# ---- ws_pixel_capture ----
==> config.mk <==
export PLATFORM = sky130hd
export DESIGN_NAME = ws_pixel_capture
export DESIGN_NICKNAME = d
export VERILOG_FILES = /design/src/rtl/ws_pixel_capture.sv
export SDC_FILE = /design/constraint.sdc
export NUM_CORES = 1
export LEC_CHECK = 0
export CAP_MARGIN = 15
export CORE_MARGIN = 1
export CORE_UTILIZATION = 35
export CTS_BUF_LIST = sky130_fd_sc_hd__clkbuf_8 sky130_fd_sc_hd__clkbuf_16
export CTS_CLUSTER_SIZE = 8
export DETAILED_ROUTE_END_ITERATION = 6
export GPL_ROUTABILITY_DRIVEN = 0
export PLACE_DENSITY = 0.63
export SYNTH_ARGS = -nofsm -noshare
export SYNTH_HDL_FRONTEND = slang
export SYNTH_SLANG_ARGS = --single-unit
==> constraint.sdc <==
create_clock -name i_clk -period 2.49 [get_ports i_clk]
set_input_delay 0.6225 -clock i_clk [delete_from_list [all_inputs] [get_ports i_clk]]
set_output_delay 0.6225 -clock i_clk [all_outputs]
set_load 0.02 [all_outputs]
==> src/rtl/ws_pixel_capture.sv <==
// WS2812-class pixel capture: deserialises decoded bits, claims the first NUM_PIXELS pixels
// of a frame, then forwards the line downstream. Optional macro: PIXCAP_PARTIAL_ERR_EN.
module ws_pixel_capture #(
  parameter  int BITS_PER_PIXEL = 24,
  parameter  int NUM_PIXELS     = 1,
  localparam int IDX_W          = $clog2(NUM_PIXELS + 1)
) (
  input  logic                      i_clk,
  input  logic                      i_reset_n,
  input  logic                      i_shift_en,
  input  logic                      i_decode_bit,
  input  logic                      i_treset,
  output logic [BITS_PER_PIXEL-1:0] o_pix_data,
  output logic [IDX_W-1:0]          o_pix_idx,
  output logic                      o_pix_valid,
  input  logic                      i_pix_ready,
  output logic                      o_passthru_en,
`ifdef PIXCAP_PARTIAL_ERR_EN
  output logic                      o_partial_err,
`endif
  output logic                      o_overflow
);

  localparam int CNT_W = $clog2(BITS_PER_PIXEL);

  typedef enum logic {CAPTURE, PASSTHRU} state_t;

  state_t                    state, state_next;
  logic [BITS_PER_PIXEL-2:0] sr;
  logic [CNT_W-1:0]          bit_cnt;
  logic [IDX_W-1:0]          pix_cnt;
  logic                      shift_bit, last_bit, last_pix;
  logic [BITS_PER_PIXEL-1:0] shifted;

  // A line reset always wins, so a bit strobed alongside it is dropped.
  assign shift_bit = i_shift_en && !i_treset && (state == CAPTURE);
  assign last_bit  = shift_bit && (bit_cnt == CNT_W'(BITS_PER_PIXEL - 1));
  assign last_pix  = (pix_cnt == IDX_W'(NUM_PIXELS - 1));
  assign shifted   = {sr, i_decode_bit};

  assign o_passthru_en = (state == PASSTHRU);

  always_ff @(posedge i_clk or negedge i_reset_n) begin
    if (!i_reset_n) state <= CAPTURE;
    else            state <= state_next;
  end

  always_comb begin
    state_next = state;
    if (i_treset)                state_next = CAPTURE;
    else if (last_bit && last_pix) state_next = PASSTHRU;
  end

  always_ff @(posedge i_clk or negedge i_reset_n) begin
    if (!i_reset_n) begin
      sr      <= '0;
      bit_cnt <= '0;
      pix_cnt <= '0;
    end else if (i_treset) begin
      sr      <= '0;
      bit_cnt <= '0;
      pix_cnt <= '0;
    end else if (shift_bit) begin
      sr <= shifted[BITS_PER_PIXEL-2:0];
      if (last_bit) begin
        bit_cnt <= '0;
        pix_cnt <= pix_cnt + 1'b1;
      end else begin
        bit_cnt <= bit_cnt + 1'b1;
      end
    end
  end

  // Output slot: newest pixel wins; overwriting an unaccepted one is flagged sticky.
  always_ff @(posedge i_clk or negedge i_reset_n) begin
    if (!i_reset_n) begin
      o_pix_data  <= '0;
      o_pix_idx   <= '0;
      o_pix_valid <= 1'b0;
      o_overflow  <= 1'b0;
    end else begin
      if (last_bit) begin
        o_pix_data  <= shifted;
        o_pix_idx   <= pix_cnt;
        o_pix_valid <= 1'b1;
        if (o_pix_valid && !i_pix_ready) o_overflow <= 1'b1;
      end else if (o_pix_valid && i_pix_ready) begin
        o_pix_valid <= 1'b0;
      end
      if (i_treset) o_overflow <= 1'b0;
    end
  end

`ifdef PIXCAP_PARTIAL_ERR_EN
  always_ff @(posedge i_clk or negedge i_reset_n) begin
    if (!i_reset_n) o_partial_err <= 1'b0;
    else            o_partial_err <= i_treset && (state == CAPTURE) && (bit_cnt != '0);
  end
`endif

endmodule

# ---- wb_gain_apply ----
## src/rtl/wb_pkg.sv

```systemverilog
`default_nettype none
// ============================================================================
//  Module   : wb_pkg
//  Purpose  : Shared defaults, unity-gain constant, gain FSM state type and
//             RGB pixel type for the white-balance gain-apply block.
//  Revision : 1.0  initial release
// ============================================================================
package wb_pkg;

    localparam int c_PIX_W     = 8;
    localparam int c_GAIN_W    = 16;
    localparam int c_FRAC_BITS = 8;

    // Unity gain in the default fixed-point format (1.0 = 1 << c_FRAC_BITS)
    localparam logic [c_GAIN_W-1:0] c_GAIN_UNITY = 16'h0100;

    // Gain set life cycle: power-on unity, captured-but-waiting, in use
    typedef enum logic [1:0] {
        UNITY   = 2'd0,
        PENDING = 2'd1,
        ACTIVE  = 2'd2
    } gain_state_t;

    typedef struct packed {
        logic [c_PIX_W-1:0] r;
        logic [c_PIX_W-1:0] g;
        logic [c_PIX_W-1:0] b;
    } rgb_t;

endpackage
`default_nettype wire

```

## src/rtl/wb_chan_scale.sv

```systemverilog
`default_nettype none
// ============================================================================
//  Module   : wb_chan_scale
//  Purpose  : One colour channel: S1 registers pix*K, S2 rounds half-up,
//             saturates to PIX_W bits and registers the result.
//             With WB_CLIP_CNT_EN, o_sat flags that the product currently
//             held in S1 will saturate when it moves into S2.
//  Revision : 1.0  initial release
// ============================================================================
module wb_chan_scale
    import wb_pkg::*;
#(
    parameter int PIX_W     = c_PIX_W,
    parameter int GAIN_W    = c_GAIN_W,
    parameter int FRAC_BITS = c_FRAC_BITS
) (
    input  logic                clk,
    input  logic                rst_n,
    input  logic                i_s1_ld,
    input  logic                i_s2_ld,
    input  logic [PIX_W-1:0]    i_pix,
    input  logic [GAIN_W-1:0]   i_gain,
`ifdef WB_CLIP_CNT_EN
    output logic                o_sat,
`endif
    output logic [PIX_W-1:0]    o_pix
);

    localparam int c_PW = PIX_W + GAIN_W;      // full product width
    localparam int c_SW = c_PW + 1;            // product + rounding carry
    localparam int c_YW = c_SW - FRAC_BITS;    // integer part after shift
    localparam logic [c_SW-1:0] c_HALF = c_SW'(1) << (FRAC_BITS - 1);

    logic [c_PW-1:0]  r_prod;
    logic [PIX_W-1:0] r_pix;
    logic [c_SW-1:0]  w_sum;
    logic [c_YW-1:0]  w_y;
    logic             w_sat;

    // Round half up, then any bit above PIX_W means the result overflows
    assign w_sum = {1'b0, r_prod} + c_HALF;
    assign w_y   = c_YW'(w_sum >> FRAC_BITS);
    assign w_sat = |w_y[c_YW-1:PIX_W];

    // S1: capture the full-precision product of an accepted pixel
    always_ff @(posedge clk) begin
        if (!rst_n) begin
            r_prod <= '0;
        end else if (i_s1_ld) begin
            r_prod <= {{GAIN_W{1'b0}}, i_pix} * {{PIX_W{1'b0}}, i_gain};
        end
    end

    // S2: register the rounded, saturated channel value
    always_ff @(posedge clk) begin
        if (!rst_n) begin
            r_pix <= '0;
        end else if (i_s2_ld) begin
            r_pix <= w_sat ? {PIX_W{1'b1}} : w_y[PIX_W-1:0];
        end
    end

    assign o_pix = r_pix;
`ifdef WB_CLIP_CNT_EN
    assign o_sat = w_sat;
`endif

endmodule
`default_nettype wire

```

## src/rtl/wb_gain_apply.sv

```systemverilog
`default_nettype none
// ============================================================================
//  Module   : wb_gain_apply
//  Purpose  : Captures white-balance gains from the gain calculator and
//             applies them to a valid/ready RGB stream through a two-stage
//             pipeline. New gains switch in only on an accepted SOF pixel.
//             Optional macro WB_CLIP_CNT_EN adds clip_cnt_o, the number of
//             pixels in the current frame with at least one clipped channel.
//  Revision : 1.0  initial release
// ============================================================================
module wb_gain_apply
    import wb_pkg::*;
#(
    parameter int PIX_W     = c_PIX_W,
    parameter int GAIN_W    = c_GAIN_W,
    parameter int FRAC_BITS = c_FRAC_BITS
) (
    input  logic                clk,
    input  logic                rst_n,
    input  logic                valid_gain_i,
    input  logic [GAIN_W-1:0]   K_R_i,
    input  logic [GAIN_W-1:0]   K_G_i,
    input  logic [GAIN_W-1:0]   K_B_i,
    input  logic                in_valid_i,
    output logic                in_ready_o,
    input  logic                in_sof_i,
    input  logic [PIX_W-1:0]    in_r_i,
    input  logic [PIX_W-1:0]    in_g_i,
    input  logic [PIX_W-1:0]    in_b_i,
    output logic                out_valid_o,
    input  logic                out_ready_i,
    output logic                out_sof_o,
    output logic [PIX_W-1:0]    out_r_o,
    output logic [PIX_W-1:0]    out_g_o,
    output logic [PIX_W-1:0]    out_b_o,
`ifdef WB_CLIP_CNT_EN
    output logic [15:0]         clip_cnt_o,
`endif
    output logic                gain_pending_o
);

    localparam logic [GAIN_W-1:0] c_UNITY = GAIN_W'(1) << FRAC_BITS;

    gain_state_t       r_state, w_state_nxt;
    logic              w_apply;
    logic [GAIN_W-1:0] r_kp_r, r_kp_g, r_kp_b;   // pending set
    logic [GAIN_W-1:0] r_ka_r, r_ka_g, r_ka_b;   // active set
    logic [GAIN_W-1:0] w_k_r, w_k_g, w_k_b;      // gains for the pixel entering S1
    logic              r_v1, r_v2, r_sof1, r_sof2;
    logic              w_s1_en, w_s2_en, w_acc, w_sof_acc, w_s2_ld;

    // Elastic two-stage pipeline: a stage may load when empty or draining
    assign w_s2_en    = !r_v2 || out_ready_i;
    assign w_s1_en    = !r_v1 || w_s2_en;
    assign in_ready_o = w_s1_en;
    assign w_acc      = in_valid_i && w_s1_en;
    assign w_sof_acc  = w_acc && in_sof_i;
    assign w_s2_ld    = w_s2_en && r_v1;

    // Gain FSM state register
    always_ff @(posedge clk) begin
        if (!rst_n) begin
            r_state <= UNITY;
        end else begin
            r_state <= w_state_nxt;
        end
    end

    // Next state: a new pulse always leaves a set pending; a pending set is
    // promoted by the first accepted SOF (the same pixel uses it)
    always_comb begin
        w_state_nxt = r_state;
        w_apply     = 1'b0;
        if (r_state == PENDING && w_sof_acc) begin
            w_apply = 1'b1;
        end
        if (valid_gain_i) begin
            w_state_nxt = PENDING;
        end else if (w_apply) begin
            w_state_nxt = ACTIVE;
        end
    end

    assign gain_pending_o = (r_state == PENDING);

    // Pending/active gain registers; promotion reads the old pending value,
    // so a simultaneous pulse queues behind the set being applied
    always_ff @(posedge clk) begin
        if (!rst_n) begin
            r_kp_r <= c_UNITY;
            r_kp_g <= c_UNITY;
            r_kp_b <= c_UNITY;
            r_ka_r <= c_UNITY;
            r_ka_g <= c_UNITY;
            r_ka_b <= c_UNITY;
        end else begin
            if (valid_gain_i) begin
                r_kp_r <= K_R_i;
                r_kp_g <= K_G_i;
                r_kp_b <= K_B_i;
            end
            if (w_apply) begin
                r_ka_r <= r_kp_r;
                r_ka_g <= r_kp_g;
                r_ka_b <= r_kp_b;
            end
        end
    end

    assign w_k_r = w_apply ? r_kp_r : r_ka_r;
    assign w_k_g = w_apply ? r_kp_g : r_ka_g;
    assign w_k_b = w_apply ? r_kp_b : r_ka_b;

    // Stage valids and SOF travel alongside the channel data
    always_ff @(posedge clk) begin
        if (!rst_n) begin
            r_v1   <= 1'b0;
            r_v2   <= 1'b0;
            r_sof1 <= 1'b0;
            r_sof2 <= 1'b0;
        end else begin
            if (w_s1_en) begin
                r_v1   <= w_acc;
                r_sof1 <= w_sof_acc;
            end
            if (w_s2_en) begin
                r_v2   <= r_v1;
                r_sof2 <= r_sof1;
            end
        end
    end

    assign out_valid_o = r_v2;
    assign out_sof_o   = r_sof2;

`ifdef WB_CLIP_CNT_EN
    logic        w_sat_r, w_sat_g, w_sat_b, w_any_sat;
    logic [15:0] r_clip;
`endif

    wb_chan_scale #(.PIX_W(PIX_W), .GAIN_W(GAIN_W), .FRAC_BITS(FRAC_BITS)) u_chan_r (
        .clk     (clk),
        .rst_n   (rst_n),
        .i_s1_ld (w_acc),
        .i_s2_ld (w_s2_ld),
        .i_pix   (in_r_i),
        .i_gain  (w_k_r),
`ifdef WB_CLIP_CNT_EN
        .o_sat   (w_sat_r),
`endif
        .o_pix   (out_r_o)
    );

    wb_chan_scale #(.PIX_W(PIX_W), .GAIN_W(GAIN_W), .FRAC_BITS(FRAC_BITS)) u_chan_g (
        .clk     (clk),
        .rst_n   (rst_n),
        .i_s1_ld (w_acc),
        .i_s2_ld (w_s2_ld),
        .i_pix   (in_g_i),
        .i_gain  (w_k_g),
`ifdef WB_CLIP_CNT_EN
        .o_sat   (w_sat_g),
`endif
        .o_pix   (out_g_o)
    );

    wb_chan_scale #(.PIX_W(PIX_W), .GAIN_W(GAIN_W), .FRAC_BITS(FRAC_BITS)) u_chan_b (
        .clk     (clk),
        .rst_n   (rst_n),
        .i_s1_ld (w_acc),
        .i_s2_ld (w_s2_ld),
        .i_pix   (in_b_i),
        .i_gain  (w_k_b),
`ifdef WB_CLIP_CNT_EN
        .o_sat   (w_sat_b),
`endif
        .o_pix   (out_b_o)
    );

`ifdef WB_CLIP_CNT_EN
    assign w_any_sat = w_sat_r || w_sat_g || w_sat_b;

    // Per-frame clipped-pixel count, restarted by the SOF pixel itself
    always_ff @(posedge clk) begin
        if (!rst_n) begin
            r_clip <= 16'd0;
        end else if (w_s2_ld) begin
            if (r_sof1) begin
                r_clip <= {15'd0, w_any_sat};
            end else if (w_any_sat && r_clip != 16'hFFFF) begin
                r_clip <= r_clip + 16'd1;
            end
        end
    end

    assign clip_cnt_o = r_clip;
`endif

endmodule
`default_nettype wire
```

## config.mk

```make
export PLATFORM = sky130hd
export DESIGN_NAME = wb_gain_apply
export DESIGN_NICKNAME = d
export VERILOG_FILES = /design/src/rtl/wb_pkg.sv /design/src/rtl/wb_chan_scale.sv /design/src/rtl/wb_gain_apply.sv
export SDC_FILE = /design/constraint.sdc
export NUM_CORES = 1
export LEC_CHECK = 0
export CORE_MARGIN = 1
export CORE_UTILIZATION = 50
export DETAILED_ROUTE_END_ITERATION = 7
export PLACE_DENSITY = 0.75
export SETUP_SLACK_MARGIN = 0.15
export SKIP_CTS_REPAIR_TIMING = 1
export SYNTH_ARGS = -nofsm -noshare
export SYNTH_HDL_FRONTEND = slang
export SYNTH_HIERARCHICAL = 1
export SYNTH_SLANG_ARGS = --single-unit
```

## constraint.sdc

```tcl
create_clock -name clk -period 8.95 [get_ports clk]
set_input_delay 1.3425 -clock clk [delete_from_list [all_inputs] [get_ports clk]]
set_output_delay 1.3425 -clock clk [all_outputs]
set_load 0.01 [all_outputs]
```

# ---- switch_mcu_fetch ----
## src/rtl/switch_mcu_fetch.sv

```systemverilog
// Instruction fetch stage: requests instruction words from memory at the PC, holds each
// word for the decoder and applies ALU/branch redirects, including ones that arrive mid-request.
module switch_mcu_fetch #(
  parameter logic [31:0] RESET_PC    = 32'h0000_0004,
  parameter logic [31:0] NOP_INST    = 32'h0000_0013,
  parameter int unsigned ACK_TIMEOUT = 15
) (
  input  logic        in_clk,
  input  logic        in_rst,
  output logic        out_imem_req,
  output logic [31:0] out_imem_addr,
  input  logic        in_imem_ack,
  input  logic [31:0] in_imem_rdata,
  input  logic        in_redirect_vld,
  input  logic [31:0] in_redirect_pc,
  output logic [31:0] out_inst,
  output logic        out_inst_vld,
  input  logic        in_inst_rdy,
  output logic [31:0] out_pc,
  output logic        out_fetch_err,
  output logic        out_misalign,
  output logic [15:0] out_fetch_cnt
);

  localparam int unsigned TO_W = 8;
  localparam logic [TO_W-1:0] TO_LAST = TO_W'(ACK_TIMEOUT - 1);

  typedef enum logic [1:0] {S_IDLE, S_REQ, S_HOLD} state_t;

  state_t          state, state_d;
  logic [31:0]     pc, pc_d;
  logic [31:0]     pend_pc, pend_pc_d;
  logic            pend_vld, pend_vld_d;
  logic [TO_W-1:0] to_cnt, to_cnt_d;
  logic            req_d, vld_d, err_d, mis_d;
  logic [31:0]     inst_d, opc_d;
  logic [15:0]     cnt_d;
  logic [31:0]     tgt;

  assign out_imem_addr = pc;
  assign tgt = {in_redirect_pc[31:2], 2'b00};

  // Next-state and datapath; a redirect always wins over ack and decoder ready
  always_comb begin
    state_d    = state;
    pc_d       = pc;
    pend_pc_d  = pend_pc;
    pend_vld_d = pend_vld;
    to_cnt_d   = to_cnt;
    inst_d     = out_inst;
    vld_d      = out_inst_vld;
    opc_d      = out_pc;
    err_d      = 1'b0;
    mis_d      = out_misalign;
    cnt_d      = out_fetch_cnt;

    if (in_redirect_vld && (in_redirect_pc[1:0] != 2'b00)) mis_d = 1'b1;

    unique case (state)
      S_IDLE: begin
        state_d = S_REQ;
        if (in_redirect_vld) pc_d = tgt;
      end
      S_REQ: begin
        if (in_imem_ack) begin
          to_cnt_d = '0;
          if (in_redirect_vld) begin
            pc_d       = tgt;
            pend_vld_d = 1'b0;
          end else if (pend_vld) begin
            pc_d       = pend_pc;
            pend_vld_d = 1'b0;
          end else begin
            inst_d  = in_imem_rdata;
            opc_d   = pc;
            vld_d   = 1'b1;
            state_d = S_HOLD;
          end
        end else begin
          // Redirect during an outstanding request is deferred until the ack returns
          if (in_redirect_vld) begin
            pend_vld_d = 1'b1;
            pend_pc_d  = tgt;
          end
          if (to_cnt == TO_LAST) begin
            err_d    = 1'b1;
            to_cnt_d = '0;
          end else begin
            to_cnt_d = to_cnt + TO_W'(1);
          end
        end
      end
      S_HOLD: begin
        if (in_redirect_vld) begin
          pc_d    = tgt;
          inst_d  = NOP_INST;
          vld_d   = 1'b0;
          state_d = S_REQ;
        end else if (in_inst_rdy) begin
          pc_d    = pc + 32'd4;
          inst_d  = NOP_INST;
          vld_d   = 1'b0;
          cnt_d   = out_fetch_cnt + 16'd1;
          state_d = S_REQ;
        end
      end
      default: state_d = S_IDLE;
    endcase

    req_d = (state_d == S_REQ);
  end

  always_ff @(posedge in_clk or posedge in_rst) begin
    if (in_rst) begin
      state         <= S_IDLE;
      pc            <= RESET_PC;
      pend_pc       <= '0;
      pend_vld      <= 1'b0;
      to_cnt        <= '0;
      out_imem_req  <= 1'b0;
      out_inst      <= NOP_INST;
      out_inst_vld  <= 1'b0;
      out_pc        <= RESET_PC;
      out_fetch_err <= 1'b0;
      out_misalign  <= 1'b0;
      out_fetch_cnt <= '0;
    end else begin
      state         <= state_d;
      pc            <= pc_d;
      pend_pc       <= pend_pc_d;
      pend_vld      <= pend_vld_d;
      to_cnt        <= to_cnt_d;
      out_imem_req  <= req_d;
      out_inst      <= inst_d;
      out_inst_vld  <= vld_d;
      out_pc        <= opc_d;
      out_fetch_err <= err_d;
      out_misalign  <= mis_d;
      out_fetch_cnt <= cnt_d;
    end
  end

endmodule

```

## config.mk

```make
export PLATFORM = sky130hd
export DESIGN_NAME = switch_mcu_fetch
export DESIGN_NICKNAME = d
export VERILOG_FILES = /design/src/rtl/switch_mcu_fetch.sv
export SDC_FILE = /design/constraint.sdc
export NUM_CORES = 1
export LEC_CHECK = 0
export CAP_MARGIN = 10
export CORE_MARGIN = 3
export CORE_UTILIZATION = 47
export CTS_BUF_LIST = sky130_fd_sc_hd__clkbuf_2 sky130_fd_sc_hd__clkbuf_4 sky130_fd_sc_hd__clkbuf_8
export CTS_CLUSTER_SIZE = 30
export DETAILED_ROUTE_END_ITERATION = 6
export GPL_TIMING_DRIVEN = 0
export HOLD_SLACK_MARGIN = 0.1
export PLACE_DENSITY = 0.77
export SYNTH_ARGS = -nofsm -noshare
export SYNTH_HDL_FRONTEND = slang
export SYNTH_SLANG_ARGS = --single-unit
```

## constraint.sdc

```tcl
create_clock -name in_clk -period 11.9 [get_ports in_clk]
set_clock_uncertainty 0.05 [all_clocks]
set_input_delay 2.38 -clock in_clk [delete_from_list [all_inputs] [get_ports in_clk]]
set_output_delay 2.38 -clock in_clk [all_outputs]
set_load 0.005 [all_outputs]
```

# ---- program_loader ----
--- src/rtl/salamander_pkg.sv ---
// Shared types for the salamander core and its byte-stream program loader.
package salamander_pkg;

    typedef enum logic [3:0] {
        OP_INC = 4'd0,
        OP_ADD = 4'd1,
        OP_SUB = 4'd2,
        OP_NOP = 4'd3,
        OP_ST  = 4'd4,
        OP_LD  = 4'd5,
        OP_JMP = 4'd6,
        OP_RTN = 4'd7
    } op_code_e;

    typedef enum logic [3:0] {
        NONE       = 4'd0,
        REG_TO_REG = 4'd1,
        MEM_TO_REG = 4'd2,
        OP_REG     = 4'd3
    } mem_op_e;

    typedef struct packed {
        op_code_e    op_code;
        mem_op_e     mem_op;
        logic [3:0]  left;
        logic [3:0]  right;
    } instr_t;

    typedef enum logic [2:0] {
        S_IDLE  = 3'd0,
        S_COUNT = 3'd1,
        S_HI    = 3'd2,
        S_LO    = 3'd3,
        S_WRITE = 3'd4,
        S_CHECK = 3'd5
    } loader_state_e;

    function automatic logic [15:0] encode(op_code_e op, mem_op_e mo,
                                           logic [3:0] l, logic [3:0] r);
        instr_t i;
        i.op_code = op;
        i.mem_op  = mo;
        i.left    = l;
        i.right   = r;
        return i;
    endfunction

endpackage

--- src/rtl/program_loader.sv ---
// Framed byte-stream loader: writes 16-bit words into core memory and
// releases the core only after the frame XOR checksum matches.
module program_loader
    import salamander_pkg::*;
#(
    parameter int          DATA_SIZE = 16,
    parameter int          ADDR_SIZE = 5,
    parameter logic [7:0]  SYNC_BYTE = 8'hA5
) (
    input  logic                 clk,
    input  logic                 rst,
    input  logic                 in_valid,
    input  logic [7:0]           in_data,
    output logic                 in_ready,
    output logic                 W,
    output logic                 OVERWRITE,
    output logic [ADDR_SIZE-1:0] ADDR,
    output logic [DATA_SIZE-1:0] DATA_WR,
    output logic                 core_run,
    output logic                 load_done,
    output logic                 load_err
);

    localparam int         IW    = ADDR_SIZE + 1;
    localparam logic [8:0] MAX_N = 9'(1 << ADDR_SIZE);

    loader_state_e        state_q, state_d;
    logic [IW-1:0]        idx_q, idx_d, n_q, n_d, idx_inc;
    logic [7:0]           hi_q, hi_d, xor_q, xor_d;
    logic [ADDR_SIZE-1:0] addr_q, addr_d;
    logic [DATA_SIZE-1:0] data_q, data_d;
    logic                 w_q, w_d, rdy_q, rdy_d;
    logic                 run_q, run_d, done_q, done_d, err_q, err_d;
    logic                 fire;

    assign fire    = in_valid && rdy_q;
    assign idx_inc = idx_q + IW'(1);

    always_comb begin
        state_d = state_q;
        idx_d   = idx_q;
        n_d     = n_q;
        hi_d    = hi_q;
        xor_d   = xor_q;
        addr_d  = addr_q;
        data_d  = data_q;
        w_d     = 1'b0;
        run_d   = run_q;
        done_d  = 1'b0;
        err_d   = err_q;
        unique case (state_q)
            S_IDLE: begin
                if (fire && in_data == SYNC_BYTE) begin
                    state_d = S_COUNT;
                    run_d   = 1'b0;
                    err_d   = 1'b0;
                end
            end
            S_COUNT: begin
                if (fire) begin
                    if (in_data == 8'd0 || {1'b0, in_data} > MAX_N) begin
                        err_d   = 1'b1;
                        state_d = S_IDLE;
                    end else begin
                        n_d     = in_data[IW-1:0];
                        idx_d   = '0;
                        xor_d   = '0;
                        state_d = S_HI;
                    end
                end
            end
            S_HI: begin
                if (fire) begin
                    hi_d    = in_data;
                    xor_d   = xor_q ^ in_data;
                    state_d = S_LO;
                end
            end
            S_LO: begin
                if (fire) begin
                    xor_d   = xor_q ^ in_data;
                    addr_d  = idx_q[ADDR_SIZE-1:0];
                    data_d  = DATA_SIZE'({hi_q, in_data});
                    w_d     = 1'b1;
                    state_d = S_WRITE;
                end
            end
            S_WRITE: begin
                idx_d   = idx_inc;
                state_d = (idx_inc == n_q) ? S_CHECK : S_HI;
            end
            S_CHECK: begin
                if (fire) begin
                    if (in_data == xor_q) begin
                        done_d = 1'b1;
                        run_d  = 1'b1;
                    end else begin
                        err_d  = 1'b1;
                    end
                    state_d = S_IDLE;
                end
            end
            default: state_d = S_IDLE;
        endcase
        // Ready is registered: decided from where the FSM is heading.
        rdy_d = (state_d != S_WRITE);
    end

    always_ff @(posedge clk) begin
        if (rst) begin
            state_q <= S_IDLE;
            idx_q   <= '0;
            n_q     <= '0;
            hi_q    <= '0;
            xor_q   <= '0;
            addr_q  <= '0;
            data_q  <= '0;
            w_q     <= 1'b0;
            rdy_q   <= 1'b0;
            run_q   <= 1'b0;
            done_q  <= 1'b0;
            err_q   <= 1'b0;
        end else begin
            state_q <= state_d;
            idx_q   <= idx_d;
            n_q     <= n_d;
            hi_q    <= hi_d;
            xor_q   <= xor_d;
            addr_q  <= addr_d;
            data_q  <= data_d;
            w_q     <= w_d;
            rdy_q   <= rdy_d;
            run_q   <= run_d;
            done_q  <= done_d;
            err_q   <= err_d;
        end
    end

    assign in_ready  = rdy_q;
    assign W         = w_q;
    assign OVERWRITE = w_q;
    assign ADDR      = addr_q;
    assign DATA_WR   = data_q;
    assign core_run  = run_q;
    assign load_done = done_q;
    assign load_err  = err_q;

endmodule
--- config.mk ---
export PLATFORM = sky130hd
export DESIGN_NAME = program_loader
export DESIGN_NICKNAME = d
export VERILOG_FILES = /design/src/rtl/salamander_pkg.sv /design/src/rtl/program_loader.sv
export SDC_FILE = /design/constraint.sdc
export NUM_CORES = 1
export LEC_CHECK = 0
export ABC_CLOCK_PERIOD_IN_PS = 5700
export CAP_MARGIN = 40
export CORE_ASPECT_RATIO = 1.25
export CORE_MARGIN = 2
export CORE_UTILIZATION = 29
export CTS_CLUSTER_DIAMETER = 120
export CTS_CLUSTER_SIZE = 24
export DETAILED_ROUTE_END_ITERATION = 6
export PLACE_DENSITY = 0.58
export SLEW_MARGIN = 20
export SYNTH_ARGS = -nofsm -noshare
export SYNTH_HDL_FRONTEND = slang
export SYNTH_SLANG_ARGS = --single-unit
--- constraint.sdc ---
create_clock -name clk -period 5.7 [get_ports clk]
set_input_delay 1.425 -clock clk [delete_from_list [all_inputs] [get_ports clk]]
set_output_delay 1.425 -clock clk [all_outputs]
set_load 0.01 [all_outputs]
Fig. 1: ws_pixel_capture, M1 wires
Scale: 4 px per µm. Supply wires on this layer in gray.
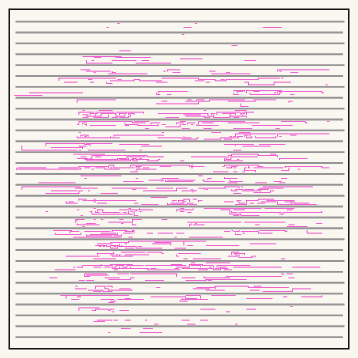
- share of all routed wire: 48%
- nets with wire on the layer: 214
- longest straight run: 19.3 µm
wirelength, routed: 4467 µm
count of vias placed by the detailed router: 1565

==> run summary, ws_pixel_capture <==
Implementation results. The first global-routing pass estimated 7638 µm of wire. Per the post-route antenna check, the number of violating nets is 0. Maximum number of pins on one net before global-route repair landed at 33. The checks that failed: design-rule violations. The smallest clock period supported by the final layout is computed as 2089 ps. For this run, global-route usage on met1 was measured as 0.1891. After the first detailed-routing iteration, the DRC count stood at 96.

Final net count landed at 246. The flow ran to the end, but the final reports show violations. Initial antenna violation count landed at 0. The power report puts the leakage power at 1.424 nW. Among logic cells in the layout, the one with the most instances is sky130_fd_sc_hd__dfrtp_1. Post-CTS resize count landed at 0. According to the floorplan report, the die height is 84.50 µm.

The max-slew check reports its worst relative slack as 0.7096. The power report attributes to the combinational group a share of 0.034. The cell area that synthesis handed to floorplanning was 2382 µm². The number of antenna diodes in the final layout is 0.

Maximum buffer depth of the clock tree landed at 2. Logic depth of the worst setup path including buffers landed at 5. In the log, the iteration count for the first detailed-route pass is 6. In this run the number of H-tree levels came out at 3.

Routed length on met3 landed at 177 µm. Horizontal extent of the die landed at 84.50 µm. Hold slack landed at 226.4 ps. Number of logic gates landed at 126. Among all cell classes, the greatest summed area belongs to sequential cells. Post-detailed-route DRC marker count landed at 7. STA classifies the critical path startpoint as an input pin.

Post-layout worst setup margin landed at 400.8 ps.
Fig. 2: program_loader, layout detail
Region (29, 61) to (59, 91) µm. Cells in gray, sequential cells in the stronger gray; small squares are vias.
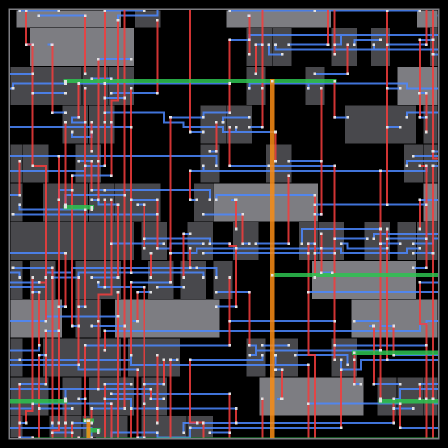
- metal 1: blue
- metal 2: red
- metal 3: green
- metal 4: orange
- sequential cells in the window: 6
- cells with their middle in the window: 62
- most frequent: a21oi_1 (19), nand2_1 (13)
- netlist names of flops here include: `hi_q` (4), `xor_q` (2)

Fig. 3: program_loader, wiring by layer
Scale: 3 px per µm. Two of the layers only.
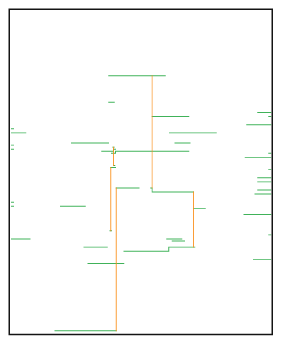
- metal 3: green (wire length 281 µm)
- metal 4: orange (wire length 131 µm)

==> run summary, program_loader <==
Implementation results. Count of instantiated cells in the yosys netlist landed at 308. The stage logs contain a warning count of 26. On the critical path, the stage with the largest delay is an instance of sky130_fd_sc_hd__clkdlybuf4s50_1. Count of non-filler cells in the finished layout landed at 439. Number of routed nets with antenna violations landed at 0. The flow ran to the end, and the final reports show no timing, DRC or antenna violations. Endpoints with negative setup slack in the final report add up to 0. Final net count landed at 349. Compared with the post-synthesis result, the final layout area differs by 27.76%. The power report attributes to the combinational group a share of 0.033. Area used by sequential logic in the layout landed at 1141 µm².

The tool flagged a number of max-cap violations equal to 0. In the final layout, the fill cell count is 871. With fillers left out, the area of the finished cells amounts to 3202 µm². STA classifies the critical path endpoint as a flop. According to the timing report, the critical path is captured at idx_q[4]$_SDFFE_PP0P_. Power in sequential cells landed at 399 µW.

The violation tally recorded at the end of detailed-routing iteration 0 is 103. OpenSTA lists the critical path startpoint as in_data[4].
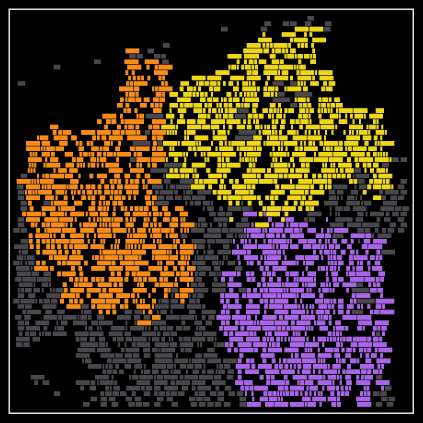
Fig. 4. Placement by RTL instance (wb_gain_apply).
Scale: 2 px per µm.
- `u_chan_g`: yellow (cells 572)
- `u_chan_r`: orange (cells 565)
- `u_chan_b`: purple (cells 560)
post-layout instance count excluding filler cells: 2768
total die size: 40520 µm²
post-layout utilization of the core: 0.5596

Fig. 5: wb_gain_apply, track usage over the die
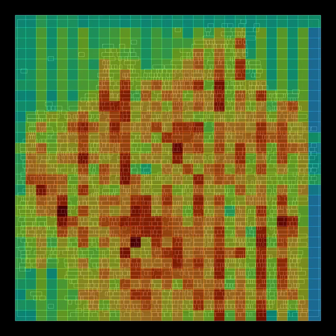
global routing met2 resource utilization: 0.4259
layer with the highest usage after global routing: met2

==> run summary, wb_gain_apply <==
Implementation results. The run finished with clean final reports. Number of violations reported at the end of detailed-routing iteration 0 landed at 732. Via count landed at 15104. The area recorded from the Yosys report for this design is 19860 µm². Number of distinct library cells after synthesis landed at 84. Total of warnings raised by yosys landed at 6. Signal nets in the final route climb as high as met4. The first global-routing pass estimated 76790 µm of wire.

Fill cell instance count of the final layout landed at 3411. Counting plain and timing-repair buffers in the layout gives 110. The vertical die dimension reported for this design is 201.3 µm. According to the finish report, the design has a final net count of 2689. In the post-route analysis, the smallest setup slack over all paths is 1492 ps.

Worst reg-to-reg path cell count landed at 19. STA classifies the critical path endpoint as a flop. The critical path starts at out_ready_i.

By instance count after routing, the leading logic cell types are sky130_fd_sc_hd__and2_1, sky130_fd_sc_hd__inv_1, sky130_fd_sc_hd__fa_1. The switching portion of total power comes to 0.3281. Of the total synthesized cell area, the portion taken by AND-OR and OR-AND cells is 0.08839. The clock tree has to reach 177 sinks.
Fig. 6: switch_mcu_fetch, wiring by layer
Scale: 3 px per µm. Two of the layers only.
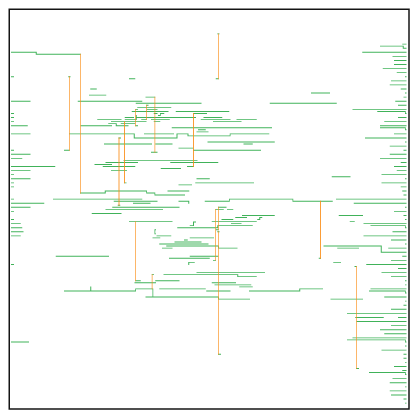
- metal 4: orange (wire length 318 µm)
- metal 3: green (wire length 1860 µm)
count of vias placed by the detailed router: 6856
per-cell routed wire length: 19.33 µm
wirelength, routed: 22650 µm

==> run summary, switch_mcu_fetch <==
Implementation results. The flow ran to the end, and the final reports show no timing, DRC or antenna violations. Post-place instance area landed at 9661 µm². Instance count after placement with tap cells included landed at 1141. Number of ordinary and repair buffers in the finished layout landed at 227. The power report attributes to the combinational group a share of 0.456. Area used by sequential logic in the layout landed at 3835 µm². Post-synth the commonest register cell is sky130_fd_sc_hd__dfrtp_1. For this design, Yosys synthesis ends with a cell count of 746. Diode insertion count for antenna repair landed at 0. Vertical die dimension landed at 132.8 µm. Power drawn by the combinational cells landed at 1.18 mW. The area growth from synthesis to layout is 34.07%. Detail-routed via count per cell landed at 5.850. The post-route report lists met1 wire length as 9736 µm. The most frequently used library cell after synthesis is sky130_fd_sc_hd__dfrtp_1. Maximum buffer depth of the clock tree landed at 2. Looking at the clock tree report, the root buffer type is sky130_fd_sc_hd__clkbuf_8.

In this run, synthesis inferred 0 flip-flops with an integrated enable. Clock buffer and inverter area fraction after layout landed at 0.04573. Synthesis instantiated 69 different standard cells from the library. Of all cell types, the one taking the most synthesized area is sky130_fd_sc_hd__dfrtp_1. Switching share of power landed at 0.3813. Logic depth of the worst setup path including buffers landed at 8. The tightest hold path in the finished design has a slack of 407.3 ps. Yosys stat chip area landed at 7551 µm².

Number of violations reported at the end of detailed-routing iteration 0 landed at 511.

## Gallery

Gate families picked out.
Plate I
Scale: 4 px per µm.
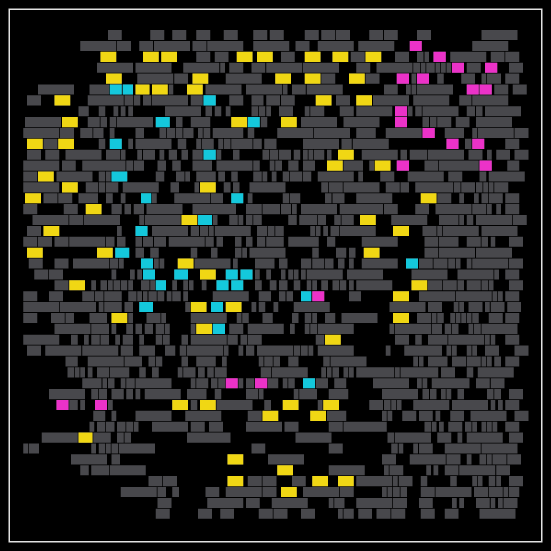
Plate II
Scale: 4 px per µm.
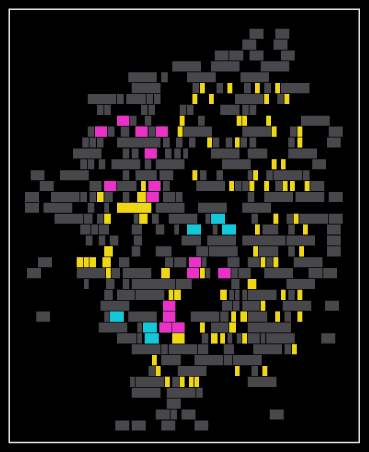
Plate III
Scale: 6 px per µm.
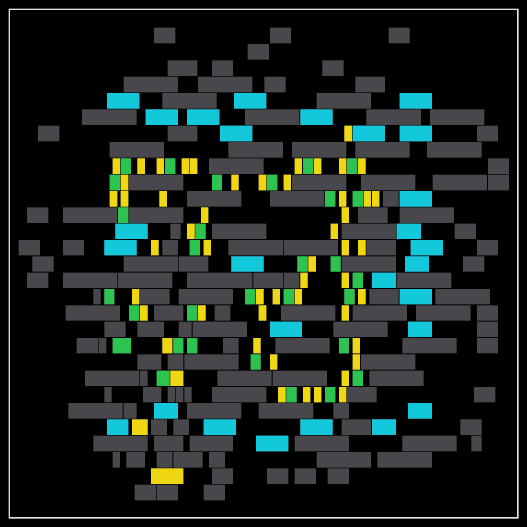
Plate IV
Scale: 2 px per µm.
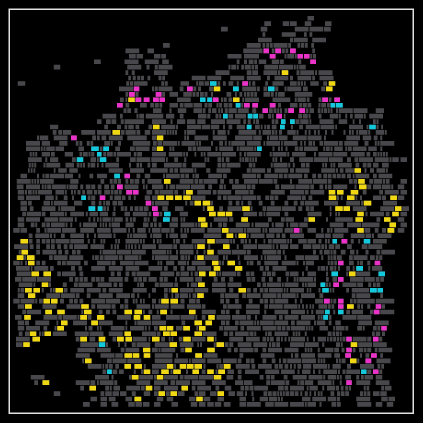
For wb_gain_apply, see Plate IV.
For switch_mcu_fetch, see Plate I.
For program_loader, see Plate II.
For ws_pixel_capture, see Plate III.


# ---- mips_mc_controller ----
Fig. 7: mips_mc_controller, layout detail
Region (20, 46) to (50, 76) µm. Cells in gray, sequential cells in the stronger gray; small squares are vias.
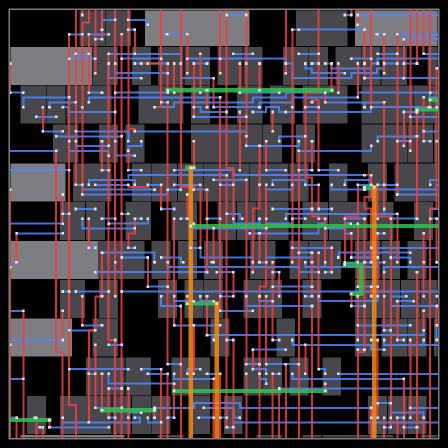

===== src/rtl/mips_ctrl_pkg.sv =====
// Shared definitions for the multicycle MIPS main controller.
//   state_t      : 4-bit FSM state encoding (FETCH = 0), exposed on state_o
//   alu_op_t     : coarse ALU request from the sequencer to alu_decoder
//   OP_* / FN_*  : instruction opcode and R-type funct values
//   ALU_*        : ALUControl codes
//   SRCB_* / PCSRC_* : ALUSrcB and PCSrc mux select codes
package mips_ctrl_pkg;

    typedef enum logic [3:0] {
        S_FETCH    = 4'd0,
        S_DECODE   = 4'd1,
        S_MEMADR   = 4'd2,
        S_MEMRD    = 4'd3,
        S_MEMWB    = 4'd4,
        S_MEMWR    = 4'd5,
        S_EXECUTE  = 4'd6,
        S_ALUWB    = 4'd7,
        S_BRANCH   = 4'd8,
        S_ADDIEXEC = 4'd9,
        S_ADDIWB   = 4'd10,
        S_JUMP     = 4'd11,
        S_HALT     = 4'd12
    } state_t;

    typedef enum logic [1:0] {
        ALUOP_ADD   = 2'b00,
        ALUOP_SUB   = 2'b01,
        ALUOP_FUNCT = 2'b10
    } alu_op_t;

    localparam logic [5:0] OP_RTYPE = 6'b000000;
    localparam logic [5:0] OP_LW    = 6'b100011;
    localparam logic [5:0] OP_SW    = 6'b101011;
    localparam logic [5:0] OP_BEQ   = 6'b000100;
    localparam logic [5:0] OP_ADDI  = 6'b001000;
    localparam logic [5:0] OP_J     = 6'b000010;

    localparam logic [5:0] FN_ADD = 6'b100000;
    localparam logic [5:0] FN_SUB = 6'b100010;
    localparam logic [5:0] FN_AND = 6'b100100;
    localparam logic [5:0] FN_OR  = 6'b100101;
    localparam logic [5:0] FN_SLT = 6'b101010;

    localparam logic [2:0] ALU_ADD = 3'b010;
    localparam logic [2:0] ALU_SUB = 3'b110;
    localparam logic [2:0] ALU_AND = 3'b000;
    localparam logic [2:0] ALU_OR  = 3'b001;
    localparam logic [2:0] ALU_SLT = 3'b111;

    localparam logic [1:0] SRCB_B       = 2'b00;
    localparam logic [1:0] SRCB_FOUR    = 2'b01;
    localparam logic [1:0] SRCB_IMM     = 2'b10;
    localparam logic [1:0] SRCB_IMM_SL2 = 2'b11;

    localparam logic [1:0] PCSRC_ALU    = 2'b00;
    localparam logic [1:0] PCSRC_ALUOUT = 2'b01;
    localparam logic [1:0] PCSRC_JUMP   = 2'b10;

endpackage


===== src/rtl/alu_decoder.sv =====
// ALU decoder: maps the sequencer's ALU request and the IR funct field to
// the 3-bit ALUControl code.
//   alu_op        in  request: add, sub, or decode from funct
//   funct         in  IR[5:0]
//   alu_control   out ALUControl code
//   funct_illegal out funct is not one of add/sub/and/or/slt (independent of alu_op)
module alu_decoder
    import mips_ctrl_pkg::*;
(
    input  alu_op_t    alu_op,
    input  logic [5:0] funct,
    output logic [2:0] alu_control,
    output logic       funct_illegal
);

    logic [2:0] funct_ctrl;

    always_comb begin
        funct_ctrl    = ALU_ADD;
        funct_illegal = 1'b0;
        case (funct)
            FN_ADD:  funct_ctrl = ALU_ADD;
            FN_SUB:  funct_ctrl = ALU_SUB;
            FN_AND:  funct_ctrl = ALU_AND;
            FN_OR:   funct_ctrl = ALU_OR;
            FN_SLT:  funct_ctrl = ALU_SLT;
            default: funct_illegal = 1'b1;
        endcase
    end

    always_comb begin
        alu_control = ALU_ADD;
        case (alu_op)
            ALUOP_SUB:   alu_control = ALU_SUB;
            ALUOP_FUNCT: alu_control = funct_ctrl;
            default:     alu_control = ALU_ADD;
        endcase
    end

endmodule


===== src/rtl/mips_mc_controller.sv =====
// Main sequencer for the multicycle MIPS core. Steps the shared datapath
// through fetch/decode/execute/memory/writeback and drives every mux select
// and write enable.
//   clk, rst        : core clock, synchronous active-high reset
//   en              : 0 stalls the sequencer (state/counter hold, enables 0)
//   mem_ready       : memory finishes the current access this cycle
//   opcode, funct   : IR fields; zero : ALU zero flag for beq
//   IorD .. PCEn    : datapath selects and write enables
//   halted          : sequencer is parked after an illegal instruction
//   state_o         : current state (debug)
//   retired         : completed-instruction count, wraps
//
// Handshake: a wait state (FETCH, MEMRD, MEMWR) completes only in a cycle
// where en and mem_ready are both 1; a cycle with en=0 never advances the
// FSM, never bumps retired and never issues a write, whatever mem_ready is.
module mips_mc_controller
    import mips_ctrl_pkg::*;
#(
    parameter int CNT_W        = 32,
    parameter bit ILLEGAL_TRAP = 1'b1
) (
    input  logic             clk,
    input  logic             rst,
    input  logic             en,
    input  logic             mem_ready,
    input  logic [5:0]       opcode,
    input  logic [5:0]       funct,
    input  logic             zero,
    output logic             IorD,
    output logic             IRWrite,
    output logic             MemWrite,
    output logic             MemtoReg,
    output logic             RegDst,
    output logic             RegWrite,
    output logic             ALUSrcA,
    output logic [1:0]       ALUSrcB,
    output logic [2:0]       ALUControl,
    output logic [1:0]       PCSrc,
    output logic             PCEn,
    output logic             halted,
    output logic [3:0]       state_o,
    output logic [CNT_W-1:0] retired
);

    localparam state_t ILLEGAL_NEXT = ILLEGAL_TRAP ? S_HALT : S_FETCH;

    state_t  state_q;
    state_t  state_d;
    logic    retire;
    alu_op_t alu_op;
    logic    funct_illegal;
    logic    ir_write;
    logic    pc_write;
    logic    mem_write;
    logic    reg_write;
    logic    branch;

    alu_decoder u_alu_decoder (
        .alu_op        (alu_op),
        .funct         (funct),
        .alu_control   (ALUControl),
        .funct_illegal (funct_illegal)
    );

    // State register and retired counter.
    always_ff @(posedge clk) begin
        if (rst) begin
            state_q <= S_FETCH;
            retired <= '0;
        end else if (en) begin
            state_q <= state_d;
            if (retire) begin
                retired <= retired + CNT_W'(1);
            end
        end
    end

    // Next-state logic.
    always_comb begin
        state_d = state_q;
        case (state_q)
            S_FETCH:    if (mem_ready) state_d = S_DECODE;
            S_DECODE: begin
                case (opcode)
                    OP_LW, OP_SW: state_d = S_MEMADR;
                    OP_RTYPE:     state_d = funct_illegal ? ILLEGAL_NEXT : S_EXECUTE;
                    OP_BEQ:       state_d = S_BRANCH;
                    OP_ADDI:      state_d = S_ADDIEXEC;
                    OP_J:         state_d = S_JUMP;
                    default:      state_d = ILLEGAL_NEXT;
                endcase
            end
            S_MEMADR:   state_d = (opcode == OP_LW) ? S_MEMRD : S_MEMWR;
            S_MEMRD:    if (mem_ready) state_d = S_MEMWB;
            S_MEMWB:    state_d = S_FETCH;
            S_MEMWR:    if (mem_ready) state_d = S_FETCH;
            S_EXECUTE:  state_d = S_ALUWB;
            S_ALUWB:    state_d = S_FETCH;
            S_BRANCH:   state_d = S_FETCH;
            S_ADDIEXEC: state_d = S_ADDIWB;
            S_ADDIWB:   state_d = S_FETCH;
            S_JUMP:     state_d = S_FETCH;
            S_HALT:     state_d = S_HALT;
            default:    state_d = S_FETCH;
        endcase
        // Every return to FETCH from another state ends one instruction,
        // including an illegal instruction treated as a NOP.
        retire = (state_d == S_FETCH) && (state_q != S_FETCH);
    end

    // Output decode. While rst is high the datapath sees a neutral word so a
    // half-finished store or register write cannot leak out.
    always_comb begin
        IorD      = 1'b0;
        MemtoReg  = 1'b0;
        RegDst    = 1'b0;
        ALUSrcA   = 1'b0;
        ALUSrcB   = SRCB_B;
        PCSrc     = PCSRC_ALU;
        alu_op    = ALUOP_ADD;
        ir_write  = 1'b0;
        pc_write  = 1'b0;
        mem_write = 1'b0;
        reg_write = 1'b0;
        branch    = 1'b0;
        if (!rst) begin
            case (state_q)
                S_FETCH: begin
                    ALUSrcB  = SRCB_FOUR;
                    ir_write = mem_ready;
                    pc_write = mem_ready;
                end
                S_DECODE:   ALUSrcB = SRCB_IMM_SL2;
                S_MEMADR: begin
                    ALUSrcA = 1'b1;
                    ALUSrcB = SRCB_IMM;
                end
                S_MEMRD:    IorD = 1'b1;
                S_MEMWB: begin
                    MemtoReg  = 1'b1;
                    reg_write = 1'b1;
                end
                S_MEMWR: begin
                    IorD      = 1'b1;
                    mem_write = 1'b1;
                end
                S_EXECUTE: begin
                    ALUSrcA = 1'b1;
                    alu_op  = ALUOP_FUNCT;
                end
                S_ALUWB: begin
                    RegDst    = 1'b1;
                    reg_write = 1'b1;
                end
                S_BRANCH: begin
                    ALUSrcA = 1'b1;
                    alu_op  = ALUOP_SUB;
                    PCSrc   = PCSRC_ALUOUT;
                    branch  = 1'b1;
                end
                S_ADDIEXEC: begin
                    ALUSrcA = 1'b1;
                    ALUSrcB = SRCB_IMM;
                end
                S_ADDIWB:   reg_write = 1'b1;
                S_JUMP: begin
                    PCSrc    = PCSRC_JUMP;
                    pc_write = 1'b1;
                end
                default: ;
            endcase
        end
    end

    // Write enables are qualified by en; selects are not.
    assign IRWrite  = ir_write & en;
    assign MemWrite = mem_write & en;
    assign RegWrite = reg_write & en;
    assign PCEn     = en & (pc_write | (branch & zero));
    assign halted   = (state_q == S_HALT);
    assign state_o  = state_q;

endmodule


===== config.mk =====
export PLATFORM = sky130hd
export DESIGN_NAME = mips_mc_controller
export DESIGN_NICKNAME = d
export VERILOG_FILES = /design/src/rtl/mips_ctrl_pkg.sv /design/src/rtl/alu_decoder.sv /design/src/rtl/mips_mc_controller.sv
export SDC_FILE = /design/constraint.sdc
export NUM_CORES = 1
export LEC_CHECK = 0
export ABC_AREA = 1
export CAP_MARGIN = 10
export CORE_AREA = 2 2 69 85
export DETAILED_ROUTE_END_ITERATION = 6
export DIE_AREA = 0 0 71 87
export PLACE_DENSITY = 0.84
export SLEW_MARGIN = 20
export SYNTH_ARGS = -nofsm -noshare
export SYNTH_HDL_FRONTEND = slang
export SYNTH_HIERARCHICAL = 1
export SYNTH_SLANG_ARGS = --single-unit

===== constraint.sdc =====
create_clock -name clk -period 6.24 [get_ports clk]
set_input_delay 1.56 -clock clk [delete_from_list [all_inputs] [get_ports clk]]
set_output_delay 1.56 -clock clk [all_outputs]
set_load 0.02 [all_outputs]

# ---- led_sequencer ----
<file path="src/rtl/led_sequencer.sv">
// ---------------------------------------------------------------------------
// led_sequencer
//
// LED pattern generator for board bring-up and status display. After reset
// release a startup counter runs for START_DELAY cycles; the "waiting" LED is
// lit until it expires. Once ready, a divider produces one pattern step every
// STEP_DIV cycles, and the pattern advances through one of four modes:
// ROTATE, BOUNCE, WIPE or COUNT.
//
// Ports:
//   clk         in   system clock
//   rst_n       in   asynchronous active-low reset
//   enable      in   1 = divider and pattern advance, 0 = both frozen
//   mode        in   0 ROTATE, 1 BOUNCE, 2 WIPE, 3 COUNT
//   leds        out  N_LEDS pattern drive (active high by default)
//   wait_led    out  high while the startup delay is running
//   step_pulse  out  one-cycle strobe coincident with each pattern update
//
// Build option:
//   LED_ACTIVE_LOW_EN  when defined, leds and wait_led are inverted at the
//                      ports for sink-driven LEDs; step_pulse is unaffected.
// ---------------------------------------------------------------------------
module led_sequencer #(
    parameter int N_LEDS      = 4,
    parameter int STEP_DIV    = 1200000,
    parameter int START_DELAY = 12000000
) (
    input  logic              clk,
    input  logic              rst_n,
    input  logic              enable,
    input  logic [1:0]        mode,
    output logic [N_LEDS-1:0] leds,
    output logic              wait_led,
    output logic              step_pulse
);

    typedef enum logic [1:0] {
        MODE_ROTATE = 2'd0,
        MODE_BOUNCE = 2'd1,
        MODE_WIPE   = 2'd2,
        MODE_COUNT  = 2'd3
    } mode_e;

    typedef enum logic {
        DIR_UP   = 1'b0,
        DIR_DOWN = 1'b1
    } dir_e;

    localparam int START_W = (START_DELAY > 1) ? $clog2(START_DELAY) : 1;
    localparam int DIV_W   = (STEP_DIV > 1)    ? $clog2(STEP_DIV)    : 1;

    localparam logic [START_W-1:0] START_LAST = START_W'(START_DELAY - 1);
    localparam logic [START_W-1:0] START_ONE  = START_W'(1);
    localparam logic [DIV_W-1:0]   DIV_LAST   = DIV_W'(STEP_DIV - 1);
    localparam logic [DIV_W-1:0]   DIV_ONE    = DIV_W'(1);
    localparam logic [N_LEDS-1:0]  PAT_ONE    = N_LEDS'(1);

    logic [START_W-1:0] startCnt_q, startCnt_d;
    logic               ready_q,    ready_d;
    logic [DIV_W-1:0]   divCnt_q,   divCnt_d;
    logic [N_LEDS-1:0]  pattern_q,  pattern_d;
    dir_e               dir_q,      dir_d;
    mode_e              modeLat_q,  modeLat_d;
    logic               stepPulse_q, stepPulse_d;

    logic               stepTake;
    mode_e              modeIn;
    logic [N_LEDS-1:0]  ledsActive;

    assign modeIn = mode_e'(mode);

    // Startup delay: count up while not ready, then set ready and hold the
    // counter at its terminal value so it can never wrap.
    always_comb begin
        startCnt_d = startCnt_q;
        ready_d    = ready_q;
        if (!ready_q) begin
            if (startCnt_q == START_LAST) begin
                ready_d = 1'b1;
            end else begin
                startCnt_d = startCnt_q + START_ONE;
            end
        end
    end

    // Step divider: runs only when ready and enabled. Disabling clears it
    // rather than pausing it, so re-enable always gives a full interval.
    always_comb begin
        divCnt_d = '0;
        stepTake = 1'b0;
        if (ready_q && enable) begin
            if (divCnt_q == DIV_LAST) begin
                stepTake = 1'b1;
            end else begin
                divCnt_d = divCnt_q + DIV_ONE;
            end
        end
    end

    // Pattern update on each step. A new mode seen at a step only loads that
    // mode's initial value; advancing starts from the following step.
    always_comb begin
        pattern_d   = pattern_q;
        dir_d       = dir_q;
        modeLat_d   = modeLat_q;
        stepPulse_d = stepTake;
        if (stepTake) begin
            if (modeIn != modeLat_q) begin
                modeLat_d = modeIn;
                dir_d     = DIR_UP;
                pattern_d = (modeIn == MODE_COUNT) ? '0 : PAT_ONE;
            end else begin
                unique case (modeLat_q)
                    MODE_ROTATE: begin
                        if (pattern_q == '0) begin
                            pattern_d = PAT_ONE;
                        end else begin
                            pattern_d = {pattern_q[N_LEDS-2:0], pattern_q[N_LEDS-1]};
                        end
                    end
                    MODE_BOUNCE: begin
                        // The end bit reverses direction and moves away from
                        // the edge on the same step, so ends are shown once.
                        if (pattern_q == '0) begin
                            pattern_d = PAT_ONE;
                            dir_d     = DIR_UP;
                        end else if (dir_q == DIR_UP) begin
                            if (pattern_q[N_LEDS-1]) begin
                                dir_d     = DIR_DOWN;
                                pattern_d = pattern_q >> 1;
                            end else begin
                                pattern_d = pattern_q << 1;
                            end
                        end else begin
                            if (pattern_q[0]) begin
                                dir_d     = DIR_UP;
                                pattern_d = pattern_q << 1;
                            end else begin
                                pattern_d = pattern_q >> 1;
                            end
                        end
                    end
                    MODE_WIPE: begin
                        // Two-wide window: feed a 1 in from bit 0 for two
                        // steps, then let it shift off the top (period N+2).
                        pattern_d = (pattern_q << 1) |
                                    (((pattern_q == '0) || (pattern_q == PAT_ONE)) ? PAT_ONE : '0);
                    end
                    MODE_COUNT: begin
                        pattern_d = pattern_q + PAT_ONE;
                    end
                    default: begin
                        pattern_d = pattern_q;
                    end
                endcase
            end
        end
    end

    // State registers, all cleared asynchronously by rst_n.
    always_ff @(posedge clk or negedge rst_n) begin
        if (!rst_n) begin
            startCnt_q  <= '0;
            ready_q     <= 1'b0;
            divCnt_q    <= '0;
            pattern_q   <= '0;
            dir_q       <= DIR_UP;
            modeLat_q   <= MODE_ROTATE;
            stepPulse_q <= 1'b0;
        end else begin
            startCnt_q  <= startCnt_d;
            ready_q     <= ready_d;
            divCnt_q    <= divCnt_d;
            pattern_q   <= pattern_d;
            dir_q       <= dir_d;
            modeLat_q   <= modeLat_d;
            stepPulse_q <= stepPulse_d;
        end
    end

    // LEDs stay dark until ready, regardless of the internal pattern.
    assign ledsActive = ready_q ? pattern_q : '0;
    assign step_pulse = stepPulse_q;

`ifdef LED_ACTIVE_LOW_EN
    assign leds     = ~ledsActive;
    assign wait_led = ready_q;
`else
    assign leds     = ledsActive;
    assign wait_led = ~ready_q;
`endif

endmodule

</file>
<file path="config.mk">
export PLATFORM = sky130hd
export DESIGN_NAME = led_sequencer
export DESIGN_NICKNAME = d
export VERILOG_FILES = /design/src/rtl/led_sequencer.sv
export SDC_FILE = /design/constraint.sdc
export NUM_CORES = 1
export LEC_CHECK = 0
export ABC_AREA = 1
export CORE_UTILIZATION = 56
export DETAILED_ROUTE_END_ITERATION = 10
export GPL_ROUTABILITY_DRIVEN = 1
export HOLD_SLACK_MARGIN = 0.02
export PLACE_DENSITY = 0.77
export SETUP_SLACK_MARGIN = 0.15
export SLEW_MARGIN = 20
export SYNTH_ARGS = -nofsm -noshare
export SYNTH_HDL_FRONTEND = slang
export SYNTH_SLANG_ARGS = --single-unit
</file>
<file path="constraint.sdc">
create_clock -name clk -period 1.4 [get_ports clk]
set_input_delay 0.28 -clock clk [delete_from_list [all_inputs] [get_ports clk]]
set_output_delay 0.28 -clock clk [all_outputs]
set_load 0.03 [all_outputs]
</file>
Fig. 8: led_sequencer, layout detail
Region (26, 42) to (56, 72) µm. Cells in gray, sequential cells in the stronger gray; small squares are vias.
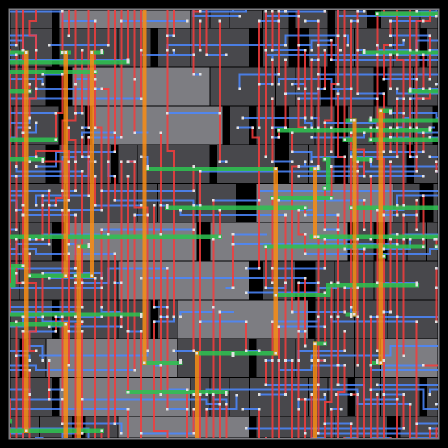
- metal 4: orange
- metal 1: blue
- metal 3: green
- metal 2: red
- sequential cells in the window: 10
- netlist names of flops here include: `startCnt_q` (4), `divCnt_q` (2), `pattern_q` (2)
- most frequent: nand2_1 (23), nand2_2 (9)
- cells with their middle in the window: 95

==> run summary, led_sequencer <==
Implementation results. Total of warnings raised by yosys landed at 0. Number of nets in the synthesized netlist landed at 544. Entering global routing, the biggest net connects 41 pins. The clock tree synthesis step divided the H-tree into 2 levels. Post-layout worst setup margin landed at -187.1 ps. Data required time of the critical path landed at 1610 ps. The checks that failed: negative setup slack. Total buffers and inverters traversed by the critical path landed at 1.

The flow ran to the end, but the final reports show violations. The final antenna diode tally reported by the flow is 0. Clock tree synthesis selected as its root buffer the cell sky130_fd_sc_hd__clkbuf_8.

The post-CTS hold buffer count recorded in the log is 1. The first detailed-routing pass took 6 iterations. The initial antenna violation count is 0.

The smallest clock period supported by the final layout is computed as 1587 ps. Counting the fill cells in the layout gives 343. After detailed routing, the number of remaining DRC violations is 0.

Signal routing reaches up to met4. Worst reg-to-reg path cell count landed at 9. Routing usage on met3 landed at 0.04667. Buffer count from post-CTS setup fixing landed at 19.

Final count of negative-setup-slack endpoints landed at 47. In the final run the clock tree shows a worst skew of 18.67 ps.
Fig. 9: mips_mc_controller, gate families picked out
Scale: 6 px per µm.
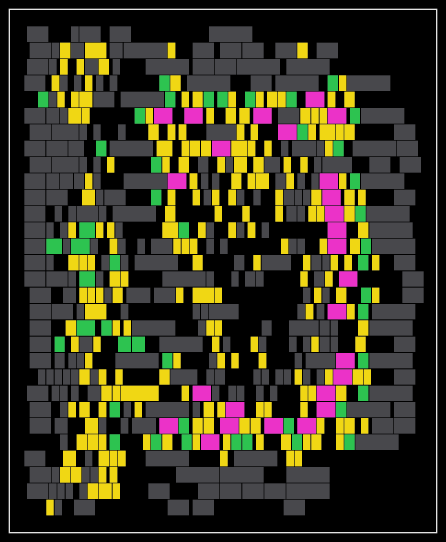
- inverting AOI/OAI gates: green (cells 46; most used a21oi_1; where spread over the die)
- XOR/XNOR gates: magenta (cells 26; most used xor2_1)
- NAND gates: yellow (cells 197; most used nand2_1; where spread over the die)

## Picture notes: Fig. 7
- metal 3: green
- metal 4: orange
- metal 1: blue
- metal 2: red
- netlist names of flops here include: `retired` (5), `state_o` (1)
- cells with their middle in the window: 105
- sequential cells in the window: 6
- most frequent: nand2_1 (35), nand3_1 (13), nor2_1 (13)

==> run summary, mips_mc_controller <==
Implementation results. The flow ran to the end, and the final reports show no timing, DRC or antenna violations. Post-layout worst setup margin landed at 791.8 ps. Initial antenna violation count landed at 0.

After synthesis the cells add up to 2811 µm². Per the synth stats, the flop cell with the highest instance count is sky130_fd_sc_hd__dfxtp_1. Final weighted congestion in routability-driven placement landed at 1.007. The first TritonRoute pass finished after 5 iterations. The initial utilization of the core area, before any placement, comes to 0.5166. Measured slew at the worst slew-check pin landed at 772.4 ps.

For this run, the script counts the antenna cells in the layout as 0. Number of pins exceeding their max-slew limit in the final report landed at 0. The first global-routing pass estimated 12720 µm of wire. Number of violations reported at the end of detailed-routing iteration 0 landed at 196.

Number of enable-type register cells in the synthesized netlist landed at 0. Flip-flop count of the largest register after layout landed at 32. Area of the core landed at 5443 µm².

The synthesized netlist contains 30 unique library cells. Power in sequential cells landed at 236 µW. Final count of negative-setup-slack endpoints landed at 0. Routing resource usage on met1 recorded by global route was 0.2791. STA classifies the critical path endpoint as an output pin.

Maximum number of pins on one net before global-route repair landed at 48. For met3 alone, demand over resource in global routing was 0.05093. Counting both buffers and inverters, the worst setup path holds a total of 3. The stage logs contain a warning count of 27.

The data arrival time reported for the critical path is 3890 ps. The final layout reports a setup TNS of 0 ps. sky130_fd_sc_hd__dfxtp_1 takes more of the synthesized area than any other cell.

Fill cell instance count of the final layout landed at 504. For this block, wires on met1 add up to 3081 µm.


==> notes/layouts.md <==
Pictures saved along the way, in no particular order.

Wiring by layer.
Scale: 4 px per µm. Two of the layers only.
panel A
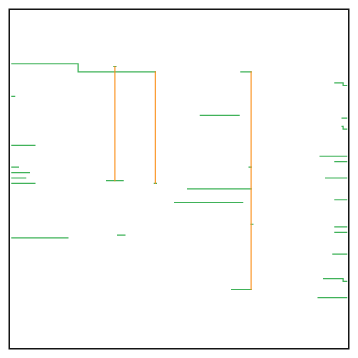
panel B
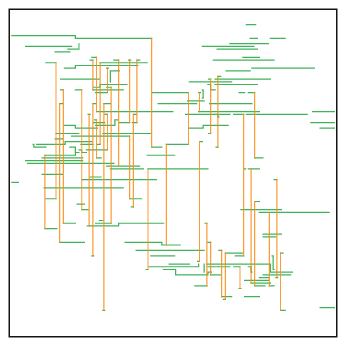
panel C
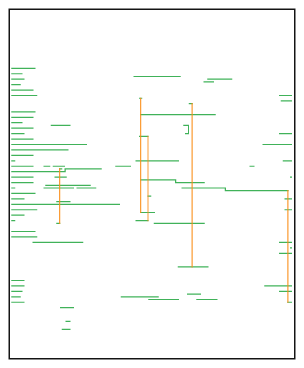
Of these, most wire: panel B
| picture | from |
|---|---|
| panel A | ws_pixel_capture |
| panel B | led_sequencer |
| panel C | mips_mc_controller |


==> notes/layouts.md <==
Pictures saved along the way, in no particular order.

Track usage over the die.
(a)
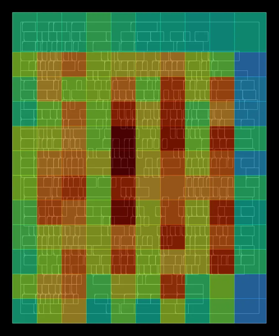
(b)
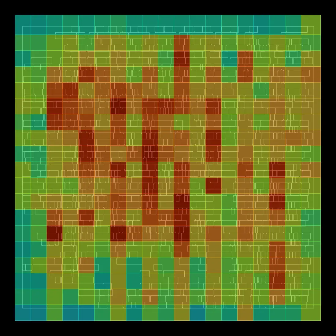
(c)
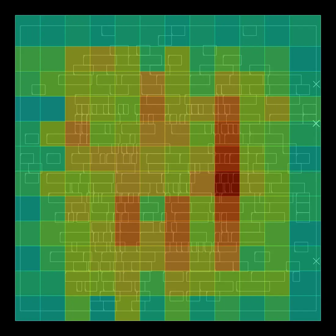
(d)
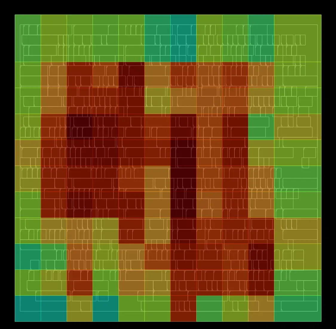
(e)
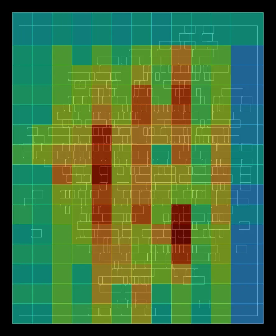
Of these, lowest utilization: (e)
Of these, highest track usage: (d)
ws_pixel_capture is (c).
program_loader is (e).
switch_mcu_fetch is (b).
mips_mc_controller is (a).
led_sequencer is (d).

Power and IR drop assume default switching activity.
